==================== pong_renderer_flat
$ cat src/rtl/pong_renderer_if.sv
`default_nettype none
// ============================================================================
// Module      : pong_if
// Description : Scan position, sync, game-state and pixel-output bundle
//               between the timing/game side and pong_renderer.
// Revision    : 1.0 - initial release
// ============================================================================
interface pong_if;
    logic [9:0] h_count;
    logic [9:0] v_count;
    logic       video_on;
    logic       hsync_in;
    logic       vsync_in;
    logic [9:0] sq_xpos;
    logic [9:0] sq_ypos;
    logic [9:0] pdl1_xpos;
    logic [9:0] pdl1_ypos;
    logic [9:0] pdl2_xpos;
    logic [9:0] pdl2_ypos;
    logic       sq_shown;
    logic       game_over;
    logic       game_startup;
    logic [3:0] score_p1;
    logic [3:0] score_p2;
    logic [3:0] red;
    logic [3:0] green;
    logic [3:0] blue;
    logic       hsync_out;
    logic       vsync_out;

    modport master (
        output h_count, v_count, video_on, hsync_in, vsync_in,
        output sq_xpos, sq_ypos, pdl1_xpos, pdl1_ypos, pdl2_xpos, pdl2_ypos,
        output sq_shown, game_over, game_startup, score_p1, score_p2,
        input  red, green, blue, hsync_out, vsync_out
    );

    modport slave (
        input  h_count, v_count, video_on, hsync_in, vsync_in,
        input  sq_xpos, sq_ypos, pdl1_xpos, pdl1_ypos, pdl2_xpos, pdl2_ypos,
        input  sq_shown, game_over, game_startup, score_p1, score_p2,
        output red, green, blue, hsync_out, vsync_out
    );
endinterface
`default_nettype wire

$ cat src/rtl/pong_renderer.sv
`default_nettype none
// ============================================================================
// Module      : pong_renderer
// Description : Frame-coherent 2-stage Pong pixel renderer (RGB444 + syncs).
//               Optional macro SCORE_DISPLAY_EN adds 7-segment score glyphs.
// Revision    : 1.0 - initial release
// ============================================================================
module pong_renderer #(
    parameter int H_VIDEO    = 640,
    parameter int V_VIDEO    = 480,
    parameter int SQ_WIDTH   = 16,
    parameter int PDL_WIDTH  = 12,
    parameter int PDL_HEIGHT = 96,
    parameter int NET_SEG    = 16,
    parameter int BORDER_W   = 8
) (
    input  logic   clk_0,
    input  logic   rst,
    pong_if.slave  bus
);
    localparam int          c_net_bit = $clog2(NET_SEG);
    localparam logic [10:0] c_net_l   = 11'(H_VIDEO / 2 - 1);
    localparam logic [10:0] c_net_r   = 11'(H_VIDEO / 2);

    function automatic logic in_span(input logic [10:0] p, input logic [10:0] lo, input int len);
        return (p >= lo) && (p < lo + 11'(len));
    endfunction

    logic [9:0] r_sq_x, r_sq_y, r_pdl1_x, r_pdl1_y, r_pdl2_x, r_pdl2_y;
    logic       r_sq_shown, r_game_over, r_game_startup;
    logic [5:0] r_frame_cnt;

    logic       r_sq_hit, r_pdl_hit, r_net_hit, r_border_hit;
    logic       r_video_on_d, r_hsync_d, r_vsync_d;
    logic [11:0] r_rgb;
    logic       r_hsync_out, r_vsync_out;

    logic [10:0] w_h, w_v;
    logic        w_snapshot, w_sq_hit, w_pdl_hit, w_net_hit, w_border_hit;
    logic        w_score_d;
    logic [11:0] w_rgb;

    assign w_h        = {1'b0, bus.h_count};
    assign w_v        = {1'b0, bus.v_count};
    assign w_snapshot = (bus.h_count == 10'd0) && (bus.v_count == 10'(V_VIDEO));

    // Game state is only sampled once per frame, in the vertical blank.
    always_ff @(posedge clk_0 or negedge rst) begin
        if (!rst) begin
            r_sq_x         <= 10'd320;
            r_sq_y         <= 10'd240;
            r_pdl1_x       <= 10'd24;
            r_pdl1_y       <= 10'd191;
            r_pdl2_x       <= 10'd603;
            r_pdl2_y       <= 10'd191;
            r_sq_shown     <= 1'b0;
            r_game_over    <= 1'b0;
            r_game_startup <= 1'b1;
            r_frame_cnt    <= 6'd0;
        end else if (w_snapshot) begin
            r_sq_x         <= bus.sq_xpos;
            r_sq_y         <= bus.sq_ypos;
            r_pdl1_x       <= bus.pdl1_xpos;
            r_pdl1_y       <= bus.pdl1_ypos;
            r_pdl2_x       <= bus.pdl2_xpos;
            r_pdl2_y       <= bus.pdl2_ypos;
            r_sq_shown     <= bus.sq_shown;
            r_game_over    <= bus.game_over;
            r_game_startup <= bus.game_startup;
            r_frame_cnt    <= r_frame_cnt + 6'd1;
        end
    end

    assign w_sq_hit  = r_sq_shown
                     && in_span(w_h, {1'b0, r_sq_x}, SQ_WIDTH)
                     && in_span(w_v, {1'b0, r_sq_y}, SQ_WIDTH);
    assign w_pdl_hit = (in_span(w_h, {1'b0, r_pdl1_x}, PDL_WIDTH)
                        && in_span(w_v, {1'b0, r_pdl1_y}, PDL_HEIGHT))
                     || (in_span(w_h, {1'b0, r_pdl2_x}, PDL_WIDTH)
                        && in_span(w_v, {1'b0, r_pdl2_y}, PDL_HEIGHT));
    // Net is a dashed two-pixel column; it blinks on the startup menu.
    assign w_net_hit = ((w_h == c_net_l) || (w_h == c_net_r))
                     && !bus.v_count[c_net_bit]
                     && (!r_game_startup || r_frame_cnt[5]);
    assign w_border_hit = r_game_over && r_frame_cnt[5]
                     && ((w_h < 11'(BORDER_W)) || (w_h >= 11'(H_VIDEO - BORDER_W))
                      || (w_v < 11'(BORDER_W)) || (w_v >= 11'(V_VIDEO - BORDER_W)));

`ifdef SCORE_DISPLAY_EN
    localparam logic [10:0] c_score1_x = 11'd280;
    localparam logic [10:0] c_score2_x = 11'd340;
    localparam logic [10:0] c_score_y  = 11'd16;

    logic [3:0] r_score_p1, r_score_p2;
    logic       r_score_hit;
    logic       w_score_hit;

    // Segment bit order is {g,f,e,d,c,b,a}; values 10-15 add a leading "1" bar.
    function automatic logic glyph_hit(input logic [10:0] h, input logic [10:0] v,
                                       input logic [10:0] x0, input logic [3:0] val);
        logic [3:0]  d;
        logic [6:0]  s;
        logic [10:0] dx, dy;
        logic        in_box, bar;
        d  = (val >= 4'd10) ? (val - 4'd10) : val;
        case (d)
            4'd0: s = 7'h3F; 4'd1: s = 7'h06; 4'd2: s = 7'h5B; 4'd3: s = 7'h4F;
            4'd4: s = 7'h66; 4'd5: s = 7'h6D; 4'd6: s = 7'h7D; 4'd7: s = 7'h07;
            4'd8: s = 7'h7F; 4'd9: s = 7'h6F; default: s = 7'h00;
        endcase
        dx     = h - x0;
        dy     = v - c_score_y;
        in_box = in_span(h, x0, 20) && in_span(v, c_score_y, 36);
        bar    = (val >= 4'd10) && in_span(h, x0 - 11'd8, 4) && in_span(v, c_score_y, 36);
        return bar || (in_box && (
                   (s[0] && dy < 11'd4)
                || (s[1] && dx >= 11'd16 && dy < 11'd20)
                || (s[2] && dx >= 11'd16 && dy >= 11'd16)
                || (s[3] && dy >= 11'd32)
                || (s[4] && dx < 11'd4 && dy >= 11'd16)
                || (s[5] && dx < 11'd4 && dy < 11'd20)
                || (s[6] && dy >= 11'd16 && dy < 11'd20)));
    endfunction

    always_ff @(posedge clk_0 or negedge rst) begin
        if (!rst) begin
            r_score_p1 <= 4'd0;
            r_score_p2 <= 4'd0;
        end else if (w_snapshot) begin
            r_score_p1 <= bus.score_p1;
            r_score_p2 <= bus.score_p2;
        end
    end

    assign w_score_hit = glyph_hit(w_h, w_v, c_score1_x, r_score_p1)
                      || glyph_hit(w_h, w_v, c_score2_x, r_score_p2);

    always_ff @(posedge clk_0 or negedge rst) begin
        if (!rst) r_score_hit <= 1'b0;
        else      r_score_hit <= w_score_hit;
    end

    assign w_score_d = r_score_hit;
`else
    logic [7:0] w_unused_scores;
    assign w_unused_scores = {bus.score_p1, bus.score_p2};
    assign w_score_d       = 1'b0;
`endif

    always_ff @(posedge clk_0 or negedge rst) begin
        if (!rst) begin
            r_sq_hit     <= 1'b0;
            r_pdl_hit    <= 1'b0;
            r_net_hit    <= 1'b0;
            r_border_hit <= 1'b0;
            r_video_on_d <= 1'b0;
            r_hsync_d    <= 1'b1;
            r_vsync_d    <= 1'b1;
        end else begin
            r_sq_hit     <= w_sq_hit;
            r_pdl_hit    <= w_pdl_hit;
            r_net_hit    <= w_net_hit;
            r_border_hit <= w_border_hit;
            r_video_on_d <= bus.video_on;
            r_hsync_d    <= bus.hsync_in;
            r_vsync_d    <= bus.vsync_in;
        end
    end

    always_comb begin
        w_rgb = 12'h000;
        if (!r_video_on_d)                         w_rgb = 12'h000;
        else if (r_sq_hit || w_score_d || r_pdl_hit) w_rgb = 12'hFFF;
        else if (r_border_hit)                     w_rgb = 12'hF00;
        else if (r_net_hit)                        w_rgb = 12'h888;
    end

    always_ff @(posedge clk_0 or negedge rst) begin
        if (!rst) begin
            r_rgb       <= 12'h000;
            r_hsync_out <= 1'b1;
            r_vsync_out <= 1'b1;
        end else begin
            r_rgb       <= w_rgb;
            r_hsync_out <= r_hsync_d;
            r_vsync_out <= r_vsync_d;
        end
    end

    assign bus.red       = r_rgb[11:8];
    assign bus.green     = r_rgb[7:4];
    assign bus.blue      = r_rgb[3:0];
    assign bus.hsync_out = r_hsync_out;
    assign bus.vsync_out = r_vsync_out;
endmodule
`default_nettype wire
$ cat src/flat_wrapper.sv
// flat-port wrapper written by rule: the top's interface ports become plain ports
module pong_renderer_flat 
#(
    parameter int H_VIDEO    = 640,
    parameter int V_VIDEO    = 480,
    parameter int SQ_WIDTH   = 16,
    parameter int PDL_WIDTH  = 12,
    parameter int PDL_HEIGHT = 96,
    parameter int NET_SEG    = 16,
    parameter int BORDER_W   = 8
)
  (clk_0, rst, bus_h_count, bus_v_count, bus_video_on, bus_hsync_in, bus_vsync_in, bus_sq_xpos, bus_sq_ypos, bus_pdl1_xpos, bus_pdl1_ypos, bus_pdl2_xpos, bus_pdl2_ypos, bus_sq_shown, bus_game_over, bus_game_startup, bus_score_p1, bus_score_p2, bus_red, bus_green, bus_blue, bus_hsync_out, bus_vsync_out);
  pong_if bus_i ();
  input  logic clk_0;
  input  logic rst;
  input wire logic [$bits(bus_i.h_count)-1:0] bus_h_count;
  input wire logic [$bits(bus_i.v_count)-1:0] bus_v_count;
  input wire logic [$bits(bus_i.video_on)-1:0] bus_video_on;
  input wire logic [$bits(bus_i.hsync_in)-1:0] bus_hsync_in;
  input wire logic [$bits(bus_i.vsync_in)-1:0] bus_vsync_in;
  input wire logic [$bits(bus_i.sq_xpos)-1:0] bus_sq_xpos;
  input wire logic [$bits(bus_i.sq_ypos)-1:0] bus_sq_ypos;
  input wire logic [$bits(bus_i.pdl1_xpos)-1:0] bus_pdl1_xpos;
  input wire logic [$bits(bus_i.pdl1_ypos)-1:0] bus_pdl1_ypos;
  input wire logic [$bits(bus_i.pdl2_xpos)-1:0] bus_pdl2_xpos;
  input wire logic [$bits(bus_i.pdl2_ypos)-1:0] bus_pdl2_ypos;
  input wire logic [$bits(bus_i.sq_shown)-1:0] bus_sq_shown;
  input wire logic [$bits(bus_i.game_over)-1:0] bus_game_over;
  input wire logic [$bits(bus_i.game_startup)-1:0] bus_game_startup;
  input wire logic [$bits(bus_i.score_p1)-1:0] bus_score_p1;
  input wire logic [$bits(bus_i.score_p2)-1:0] bus_score_p2;
  output wire logic [$bits(bus_i.red)-1:0] bus_red;
  output wire logic [$bits(bus_i.green)-1:0] bus_green;
  output wire logic [$bits(bus_i.blue)-1:0] bus_blue;
  output wire logic [$bits(bus_i.hsync_out)-1:0] bus_hsync_out;
  output wire logic [$bits(bus_i.vsync_out)-1:0] bus_vsync_out;
  assign bus_i.h_count = bus_h_count;
  assign bus_i.v_count = bus_v_count;
  assign bus_i.video_on = bus_video_on;
  assign bus_i.hsync_in = bus_hsync_in;
  assign bus_i.vsync_in = bus_vsync_in;
  assign bus_i.sq_xpos = bus_sq_xpos;
  assign bus_i.sq_ypos = bus_sq_ypos;
  assign bus_i.pdl1_xpos = bus_pdl1_xpos;
  assign bus_i.pdl1_ypos = bus_pdl1_ypos;
  assign bus_i.pdl2_xpos = bus_pdl2_xpos;
  assign bus_i.pdl2_ypos = bus_pdl2_ypos;
  assign bus_i.sq_shown = bus_sq_shown;
  assign bus_i.game_over = bus_game_over;
  assign bus_i.game_startup = bus_game_startup;
  assign bus_i.score_p1 = bus_score_p1;
  assign bus_i.score_p2 = bus_score_p2;
  assign bus_red = bus_i.red;
  assign bus_green = bus_i.green;
  assign bus_blue = bus_i.blue;
  assign bus_hsync_out = bus_i.hsync_out;
  assign bus_vsync_out = bus_i.vsync_out;
  pong_renderer #(.H_VIDEO(H_VIDEO), .V_VIDEO(V_VIDEO), .SQ_WIDTH(SQ_WIDTH), .PDL_WIDTH(PDL_WIDTH), .PDL_HEIGHT(PDL_HEIGHT), .NET_SEG(NET_SEG), .BORDER_W(BORDER_W)) u_core (.clk_0(clk_0), .rst(rst), .bus(bus_i));
endmodule
$ cat config.mk
export PLATFORM = sky130hd
export DESIGN_NAME = pong_renderer_flat
export DESIGN_NICKNAME = d
export VERILOG_FILES = /design/src/rtl/pong_renderer_if.sv /design/src/rtl/pong_renderer.sv /design/src/flat_wrapper.sv
export SDC_FILE = /design/constraint.sdc
export NUM_CORES = 1
export LEC_CHECK = 0
export CORE_MARGIN = 10
export CORE_UTILIZATION = 48
export CTS_CLUSTER_DIAMETER = 50
export DETAILED_ROUTE_END_ITERATION = 12
export PLACE_DENSITY = 0.84
export SYNTH_ARGS = -nofsm -noshare
export SYNTH_HDL_FRONTEND = slang
export SYNTH_SLANG_ARGS = --single-unit
$ cat constraint.sdc
create_clock -name clk_0 -period 2.1 [get_ports clk_0]
set_input_delay 0.42 -clock clk_0 [delete_from_list [all_inputs] [get_ports clk_0]]
set_output_delay 0.42 -clock clk_0 [all_outputs]
set_load 0.02 [all_outputs]
==================== tpu_spi_master
[src/rtl/tpu_spi_pkg.sv]
// Shared definitions for the TPU SPI link: command codes, frame lengths,
// master FSM state encoding and small command-decoding helpers.
package tpu_spi_pkg;

    localparam logic [7:0] CMD_WRITE  = 8'h01;
    localparam logic [7:0] CMD_READ   = 8'h02;
    localparam logic [7:0] CMD_START  = 8'h03;
    localparam logic [7:0] CMD_STATUS = 8'h04;

    // Frame lengths in SCLK cycles, excluding the lead bits
    localparam int unsigned FRAME_BITS_WRITE  = 24;
    localparam int unsigned FRAME_BITS_READ   = 24;
    localparam int unsigned FRAME_BITS_START  = 8;
    localparam int unsigned FRAME_BITS_STATUS = 16;
    localparam int unsigned FRAME_BITS_MAX    = 24;

    typedef enum logic [2:0] {
        ST_IDLE  = 3'd0,
        ST_SETUP = 3'd1,
        ST_SHIFT = 3'd2,
        ST_HOLD  = 3'd3,
        ST_GAP   = 3'd4
    } state_t;

    function automatic logic cmd_is_legal(input logic [7:0] cmd);
        return (cmd == CMD_WRITE) || (cmd == CMD_READ) ||
               (cmd == CMD_START) || (cmd == CMD_STATUS);
    endfunction

    // Commands whose frame ends with a byte returned by the slave
    function automatic logic cmd_reads(input logic [7:0] cmd);
        return (cmd == CMD_READ) || (cmd == CMD_STATUS);
    endfunction

    function automatic logic [4:0] frame_bits(input logic [7:0] cmd);
        logic [4:0] bits;
        case (cmd)
            CMD_WRITE:  bits = 5'(FRAME_BITS_WRITE);
            CMD_READ:   bits = 5'(FRAME_BITS_READ);
            CMD_START:  bits = 5'(FRAME_BITS_START);
            CMD_STATUS: bits = 5'(FRAME_BITS_STATUS);
            default:    bits = 5'd0;
        endcase
        return bits;
    endfunction

endpackage

[src/rtl/tpu_spi_clkgen.sv]
// SCLK generator: while enabled, toggles SCLK every CLK_DIV system clocks,
// starting low. Dropping the enable returns SCLK low and restarts the count.
//   i_clk, i_rst      system clock, synchronous active-high reset
//   i_en              run SCLK
//   o_sclk            registered SCLK level
//   o_rise_tick_c     high in the cycle whose closing edge raises SCLK
//   o_fall_tick_c     high in the cycle whose closing edge lowers SCLK
module tpu_spi_clkgen #(
    parameter int unsigned CLK_DIV = 8
) (
    input  logic i_clk,
    input  logic i_rst,
    input  logic i_en,
    output logic o_sclk,
    output logic o_rise_tick_c,
    output logic o_fall_tick_c
);

    localparam int unsigned CNT_W = (CLK_DIV > 1) ? $clog2(CLK_DIV) : 1;

    logic [CNT_W-1:0] r_cnt;
    logic             r_sclk;
    logic             w_wrap;

    assign w_wrap        = i_en && (r_cnt == CNT_W'(CLK_DIV - 1));
    assign o_rise_tick_c = w_wrap && !r_sclk;
    assign o_fall_tick_c = w_wrap && r_sclk;
    assign o_sclk        = r_sclk;

    // Half-period counter and SCLK level
    always_ff @(posedge i_clk) begin
        if (i_rst || !i_en) begin
            r_cnt  <= '0;
            r_sclk <= 1'b0;
        end else if (w_wrap) begin
            r_cnt  <= '0;
            r_sclk <= !r_sclk;
        end else begin
            r_cnt  <= r_cnt + CNT_W'(1);
        end
    end

endmodule

[src/rtl/tpu_spi_master.sv]
// SPI mode 0 master for the TPU slave command protocol. Accepts one
// WRITE/READ/START/STATUS request at a time and returns a response pulse.
//   clk, rst                         system clock, synchronous active-high reset
//   req_valid/req_ready              request handshake (ready only in IDLE)
//   req_cmd, req_addr, req_wdata     request payload
//   rsp_valid, rsp_rdata, rsp_err    response pulse, read byte, illegal-cmd flag
//   busy                             not idle
//   spi_sclk, spi_mosi, spi_cs_n     SPI outputs; spi_miso SPI input
module tpu_spi_master
    import tpu_spi_pkg::*;
#(
    parameter int unsigned CLK_DIV   = 8,
    parameter int unsigned LEAD_BITS = 1,
    parameter int unsigned CS_GAP    = 16
) (
    input  logic       clk,
    input  logic       rst,
    input  logic       req_valid,
    output logic       req_ready,
    input  logic [7:0] req_cmd,
    input  logic [7:0] req_addr,
    input  logic [7:0] req_wdata,
    output logic       rsp_valid,
    output logic [7:0] rsp_rdata,
    output logic       rsp_err,
    output logic       busy,
    output logic       spi_sclk,
    output logic       spi_mosi,
    output logic       spi_cs_n,
    input  logic       spi_miso
);

    localparam int unsigned MAX_BITS = LEAD_BITS + FRAME_BITS_MAX;
    localparam int unsigned BIT_W    = $clog2(MAX_BITS + 1);
    localparam int unsigned CNT_MAX  = (CLK_DIV > CS_GAP) ? CLK_DIV : CS_GAP;
    localparam int unsigned CNT_W    = $clog2(CNT_MAX + 1);

    state_t              r_state;
    logic                r_ready;
    logic                r_busy;
    logic                r_cs_n;
    logic [MAX_BITS-1:0] r_tx;
    logic [7:0]          r_rx;
    logic [7:0]          r_cmd;
    logic [BIT_W-1:0]    r_nbits;
    logic [BIT_W-1:0]    r_bit_cnt;
    logic [CNT_W-1:0]    r_cnt;
    logic                r_rsp_valid;
    logic                r_rsp_err;
    logic [7:0]          r_rsp_rdata;
    logic                r_miso_meta;
    logic                r_miso_sync;

    logic                w_sclk;
    logic                w_rise;
    logic                w_fall;
    logic [23:0]         w_payload;

    tpu_spi_clkgen #(
        .CLK_DIV (CLK_DIV)
    ) u_clkgen (
        .i_clk         (clk),
        .i_rst         (rst),
        .i_en          (r_state == ST_SHIFT),
        .o_sclk        (w_sclk),
        .o_rise_tick_c (w_rise),
        .o_fall_tick_c (w_fall)
    );

    // Frame bits after the lead bits; unused trailing positions are zero,
    // which is also what MOSI must carry during read bits.
    always_comb begin
        w_payload = {req_cmd, 16'h0000};
        case (req_cmd)
            CMD_WRITE: w_payload = {req_cmd, req_addr, req_wdata};
            CMD_READ:  w_payload = {req_cmd, req_addr, 8'h00};
            default:   w_payload = {req_cmd, 16'h0000};
        endcase
    end

    // MISO synchroniser
    always_ff @(posedge clk) begin
        if (rst) begin
            r_miso_meta <= 1'b0;
            r_miso_sync <= 1'b0;
        end else begin
            r_miso_meta <= spi_miso;
            r_miso_sync <= r_miso_meta;
        end
    end

    // Transaction FSM
    always_ff @(posedge clk) begin
        if (rst) begin
            r_state     <= ST_IDLE;
            r_ready     <= 1'b1;
            r_busy      <= 1'b0;
            r_cs_n      <= 1'b1;
            r_tx        <= '0;
            r_rx        <= '0;
            r_cmd       <= '0;
            r_nbits     <= '0;
            r_bit_cnt   <= '0;
            r_cnt       <= '0;
            r_rsp_valid <= 1'b0;
            r_rsp_err   <= 1'b0;
            r_rsp_rdata <= '0;
        end else begin
            r_rsp_valid <= 1'b0;
            case (r_state)
                ST_IDLE: begin
                    if (req_valid && r_ready) begin
                        if (cmd_is_legal(req_cmd)) begin
                            r_cmd     <= req_cmd;
                            r_tx      <= MAX_BITS'(w_payload);
                            r_nbits   <= BIT_W'(LEAD_BITS) + BIT_W'(frame_bits(req_cmd));
                            r_bit_cnt <= '0;
                            r_cnt     <= '0;
                            r_cs_n    <= 1'b0;
                            r_ready   <= 1'b0;
                            r_busy    <= 1'b1;
                            r_state   <= ST_SETUP;
                        end else begin
                            r_rsp_valid <= 1'b1;
                            r_rsp_err   <= 1'b1;
                            r_rsp_rdata <= 8'h00;
                        end
                    end
                end
                ST_SETUP: begin
                    if (r_cnt == CNT_W'(CLK_DIV - 1)) begin
                        r_cnt   <= '0;
                        r_state <= ST_SHIFT;
                    end else begin
                        r_cnt <= r_cnt + CNT_W'(1);
                    end
                end
                ST_SHIFT: begin
                    if (w_rise) begin
                        r_rx      <= {r_rx[6:0], r_miso_sync};
                        r_bit_cnt <= r_bit_cnt + BIT_W'(1);
                    end
                    // Falling edge either advances MOSI or, after the last
                    // bit, ends the shift with SCLK back low.
                    if (w_fall) begin
                        if (r_bit_cnt == r_nbits) begin
                            r_tx    <= '0;
                            r_cnt   <= '0;
                            r_state <= ST_HOLD;
                        end else begin
                            r_tx <= r_tx << 1;
                        end
                    end
                end
                ST_HOLD: begin
                    if (r_cnt == CNT_W'(CLK_DIV - 1)) begin
                        r_cnt       <= '0;
                        r_cs_n      <= 1'b1;
                        r_rsp_valid <= 1'b1;
                        r_rsp_err   <= 1'b0;
                        r_rsp_rdata <= cmd_reads(r_cmd) ? r_rx : 8'h00;
                        r_state     <= ST_GAP;
                    end else begin
                        r_cnt <= r_cnt + CNT_W'(1);
                    end
                end
                ST_GAP: begin
                    if (r_cnt == CNT_W'(CS_GAP - 1)) begin
                        r_cnt   <= '0;
                        r_ready <= 1'b1;
                        r_busy  <= 1'b0;
                        r_state <= ST_IDLE;
                    end else begin
                        r_cnt <= r_cnt + CNT_W'(1);
                    end
                end
                default: begin
                    r_cs_n  <= 1'b1;
                    r_ready <= 1'b1;
                    r_busy  <= 1'b0;
                    r_state <= ST_IDLE;
                end
            endcase
        end
    end

    assign req_ready = r_ready;
    assign busy      = r_busy;
    assign rsp_valid = r_rsp_valid;
    assign rsp_err   = r_rsp_err;
    assign rsp_rdata = r_rsp_rdata;
    assign spi_cs_n  = r_cs_n;
    assign spi_sclk  = w_sclk;
    assign spi_mosi  = r_tx[MAX_BITS-1];

endmodule

[config.mk]
export PLATFORM = sky130hd
export DESIGN_NAME = tpu_spi_master
export DESIGN_NICKNAME = d
export VERILOG_FILES = /design/src/rtl/tpu_spi_pkg.sv /design/src/rtl/tpu_spi_clkgen.sv /design/src/rtl/tpu_spi_master.sv
export SDC_FILE = /design/constraint.sdc
export NUM_CORES = 1
export LEC_CHECK = 0
export ABC_AREA = 1
export ABC_CLOCK_PERIOD_IN_PS = 2400
export CAP_MARGIN = 25
export CORE_ASPECT_RATIO = 0.8
export CORE_MARGIN = 2
export CORE_UTILIZATION = 45
export DETAILED_ROUTE_END_ITERATION = 8
export GPL_TIMING_DRIVEN = 0
export PLACE_DENSITY = 0.67
export RECOVER_POWER = 100
export SLEW_MARGIN = 0
export SYNTH_ARGS = -nofsm -noshare
export SYNTH_HDL_FRONTEND = slang
export SYNTH_SLANG_ARGS = --single-unit
[constraint.sdc]
create_clock -name clk -period 2.4 [get_ports clk]
set_clock_uncertainty 0.15 [all_clocks]
set_input_delay 0.36 -clock clk [delete_from_list [all_inputs] [get_ports clk]]
set_output_delay 0.36 -clock clk [all_outputs]
set_load 0.02 [all_outputs]

==> notes/layouts.md <==
Pictures saved along the way, in no particular order.

Cell placement.
panel A
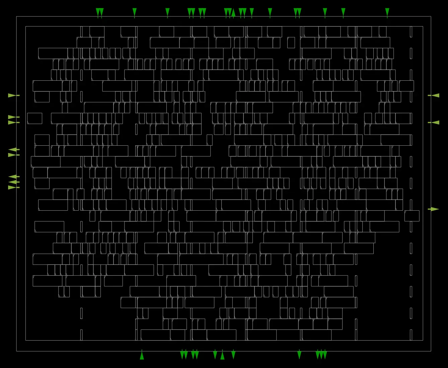
panel B
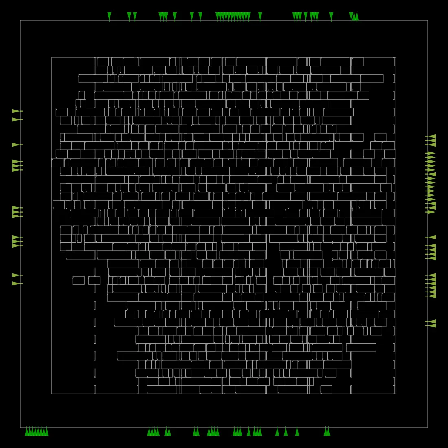
Panel A comes from tpu_spi_master.
Panel B comes from pong_renderer_flat.
The one with the highest utilization is panel B.
The one with the most cells is panel B.

**tpu_spi_master: I/O pins on the die edge**

Scale: 4 px per um. Pins as bars across the die edge, other pins in gray.
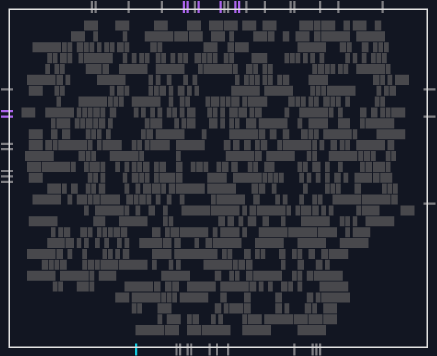
Cyan stands for `spi_miso`, pins 1, direction input, edge bottom. Purple stands for `req_cmd`, pins 8, direction input, edge 6 top, 2 left.
All pins by edge: 20 top, 12 bottom, 8 left, 3 right.

**tpu_spi_master: M2 wires**

Scale: 4 px per um.
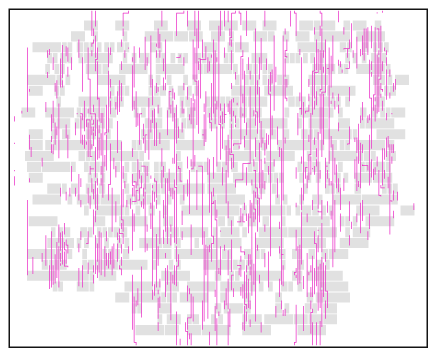
The layer holds 45% of the routed length. The wires run mostly vertical. 468 nets have wire on it.
final wirelength: 8.23 mm
met2 track utilization from global routing: 30.6%
number of vias in the routed layout: 3,345

==> out/qor.log, tpu_spi_master <==
[logic_synthesis] instance count of the mapped netlist 539
[logic_synthesis] leading cell type by number of instances after synthesis nand2_1
[critical_path] maximum fanout count along the critical path 10
[layout] number of diodes added for antenna fixing 0
[pwr] Sequential Power 1.45 mW
[critical_path] type of origin of the critical path primary input
[logic_synthesis] register share after synthesis 42.1%
[logic_synthesis] leading register cell type out of synthesis dfxtp_1
[route] DRC Markers 0
[layout] multi-input gate share of the layout cell area 39.0%
[placement] post-placement worst setup slack 0.0607 ns
[cts] number of hold-repair buffers added at the cts stage 0
[layout] Clock buffer cells 11
[sta] final setup violation count 0
[floorplanning] placeable core area 7870 um^2
[layout] non-clock buffering overhead in the final layout 11.7%
[run_status] result of the run completed
[tpu_spi_master: cells by family (layout without fill, tap and decap cells)]
group	count (synthesis)	count (layout)	synth area share, %
buffers and inverters	91	148	10.5
xor gates and xnor gates	4	4	0.971
AOI/OAI and AO/OA	65	65	9.32
DFF	76	76	42.1
and+or+nand+nor	297	297	35.0
adders and majority gates	6	6	2.08
[tpu_spi_master: layer usage]
metal,part of all wire (%),wire [um],track usage [%],vias up
met1,51,4170,27.6,1505
met4,0.64,53,4.79,0
met5,0,0,0,-
met2,45,3670,30.6,52
met3,4.1,339,4.61,5
li1,-,-,-,1783
**pong_renderer_flat: close-up of the layout**

Window x 46 to 86, y 46 to 86 um. Cells in gray, sequential cells in the stronger gray; small squares are vias.
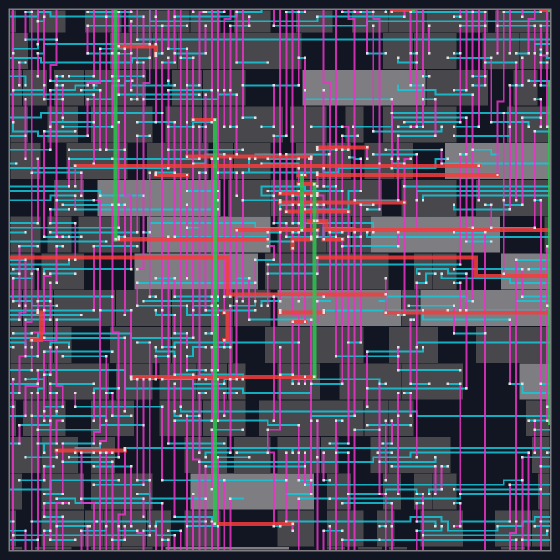
Magenta stands for M2. Red stands for M3. Green stands for M4. Cyan stands for M1.
Most frequent: ha_1 (17), buf_4 (13). 128 logic cells have their middle in the window. Sequential cells in the window: 9. Netlist names of flops here include `u_core.r_frame_cnt` (5).

==> out/qor.log, pong_renderer_flat <==
[layout] cell group occupying the most layout area logic gates
[pwr] VDD IR-drop max 0.000362 V
[floorplanning] placeable core area 12,100 um^2
[grt] layer with the highest usage met2
[logic_synthesis] average instance area after synthesis 9.39 um^2
[sta] final setup violation count 2
[pwr] Switch Pwr 0.910 mW
[cts] number of CTS-inserted buffers 9
[layout] top library cells by usage in the layout, fill and taps aside ha_1 (101), clkdlybuf4s50_1 (87), buf_4 (79)
[grt] met3 capacity usage during global routing 2.55%
[sta] post-route setup slack -0.377 ns
[critical_path] critical path buffer and inverter count 0
[cts] clock-pin transition on the worst setup and hold timing paths 0.07 ns
[route] Antenna Violating Nets Remaining 0
[route] length of routed wiring on met1 7.66 mm
[layout] Clock buffer cells 12
[run] # Max-Cap Violations 0
[run_status] result of the run finished with violations
[floorplanning] I/O pin count 110
[run_status] violated checks setup timing
[grt] largest net degree at the start of global routing 83
[placement] DP Wirelength 13.0 mm
[sta] smallest hold slack 0.0736 ns
[placement] post-placement worst setup slack -0.714 ns
[layout] combinational gate count 472
-- pong_renderer_flat: worst reg2reg max path, stage by stage, from the launching register on --
cell and delay, ns:
dfstp_2 0.55, ha_4 0.15, nand3_4 0.08, xnor2_2 0.13
ha_1 0.29, a21o_1 0.18, a211o_1 0.34, nor3_2 0.26
o221ai_1 0.17, nor4_1 0.21
-- pong_renderer_flat: kinds of logic after synthesis --
family,after synthesis,share of synthesized area [%]
xor gates and xnor gates,31,4.54
and+or+nand+nor,156,12.7
AOI/OAI and AO/OA,171,17.3
DFF,82,35.0
buffers and inverters,83,6.88
adders and majority gates,105,22.0
muxes,9,1.69


==> gallery <==
Signal wires by layer.
shot_01.png
Scale: 3 px per um. Only two layers are drawn.
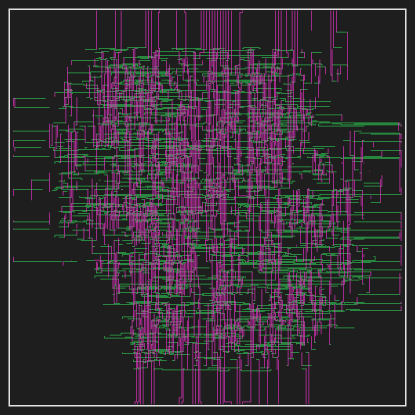
shot_02.png
Scale: 4 px per um. Only two layers are drawn.
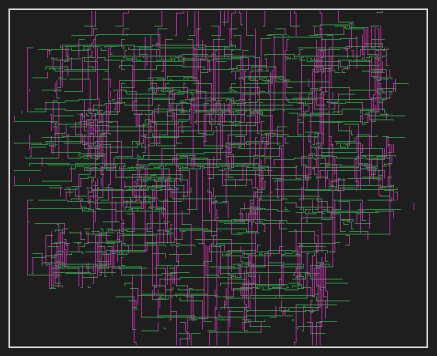
| picture | from |
|---|---|
| shot_02.png | tpu_spi_master |
| shot_01.png | pong_renderer_flat |
- largest die: shot_01.png
- most wire: shot_01.png

Power and IR drop assume default switching activity.
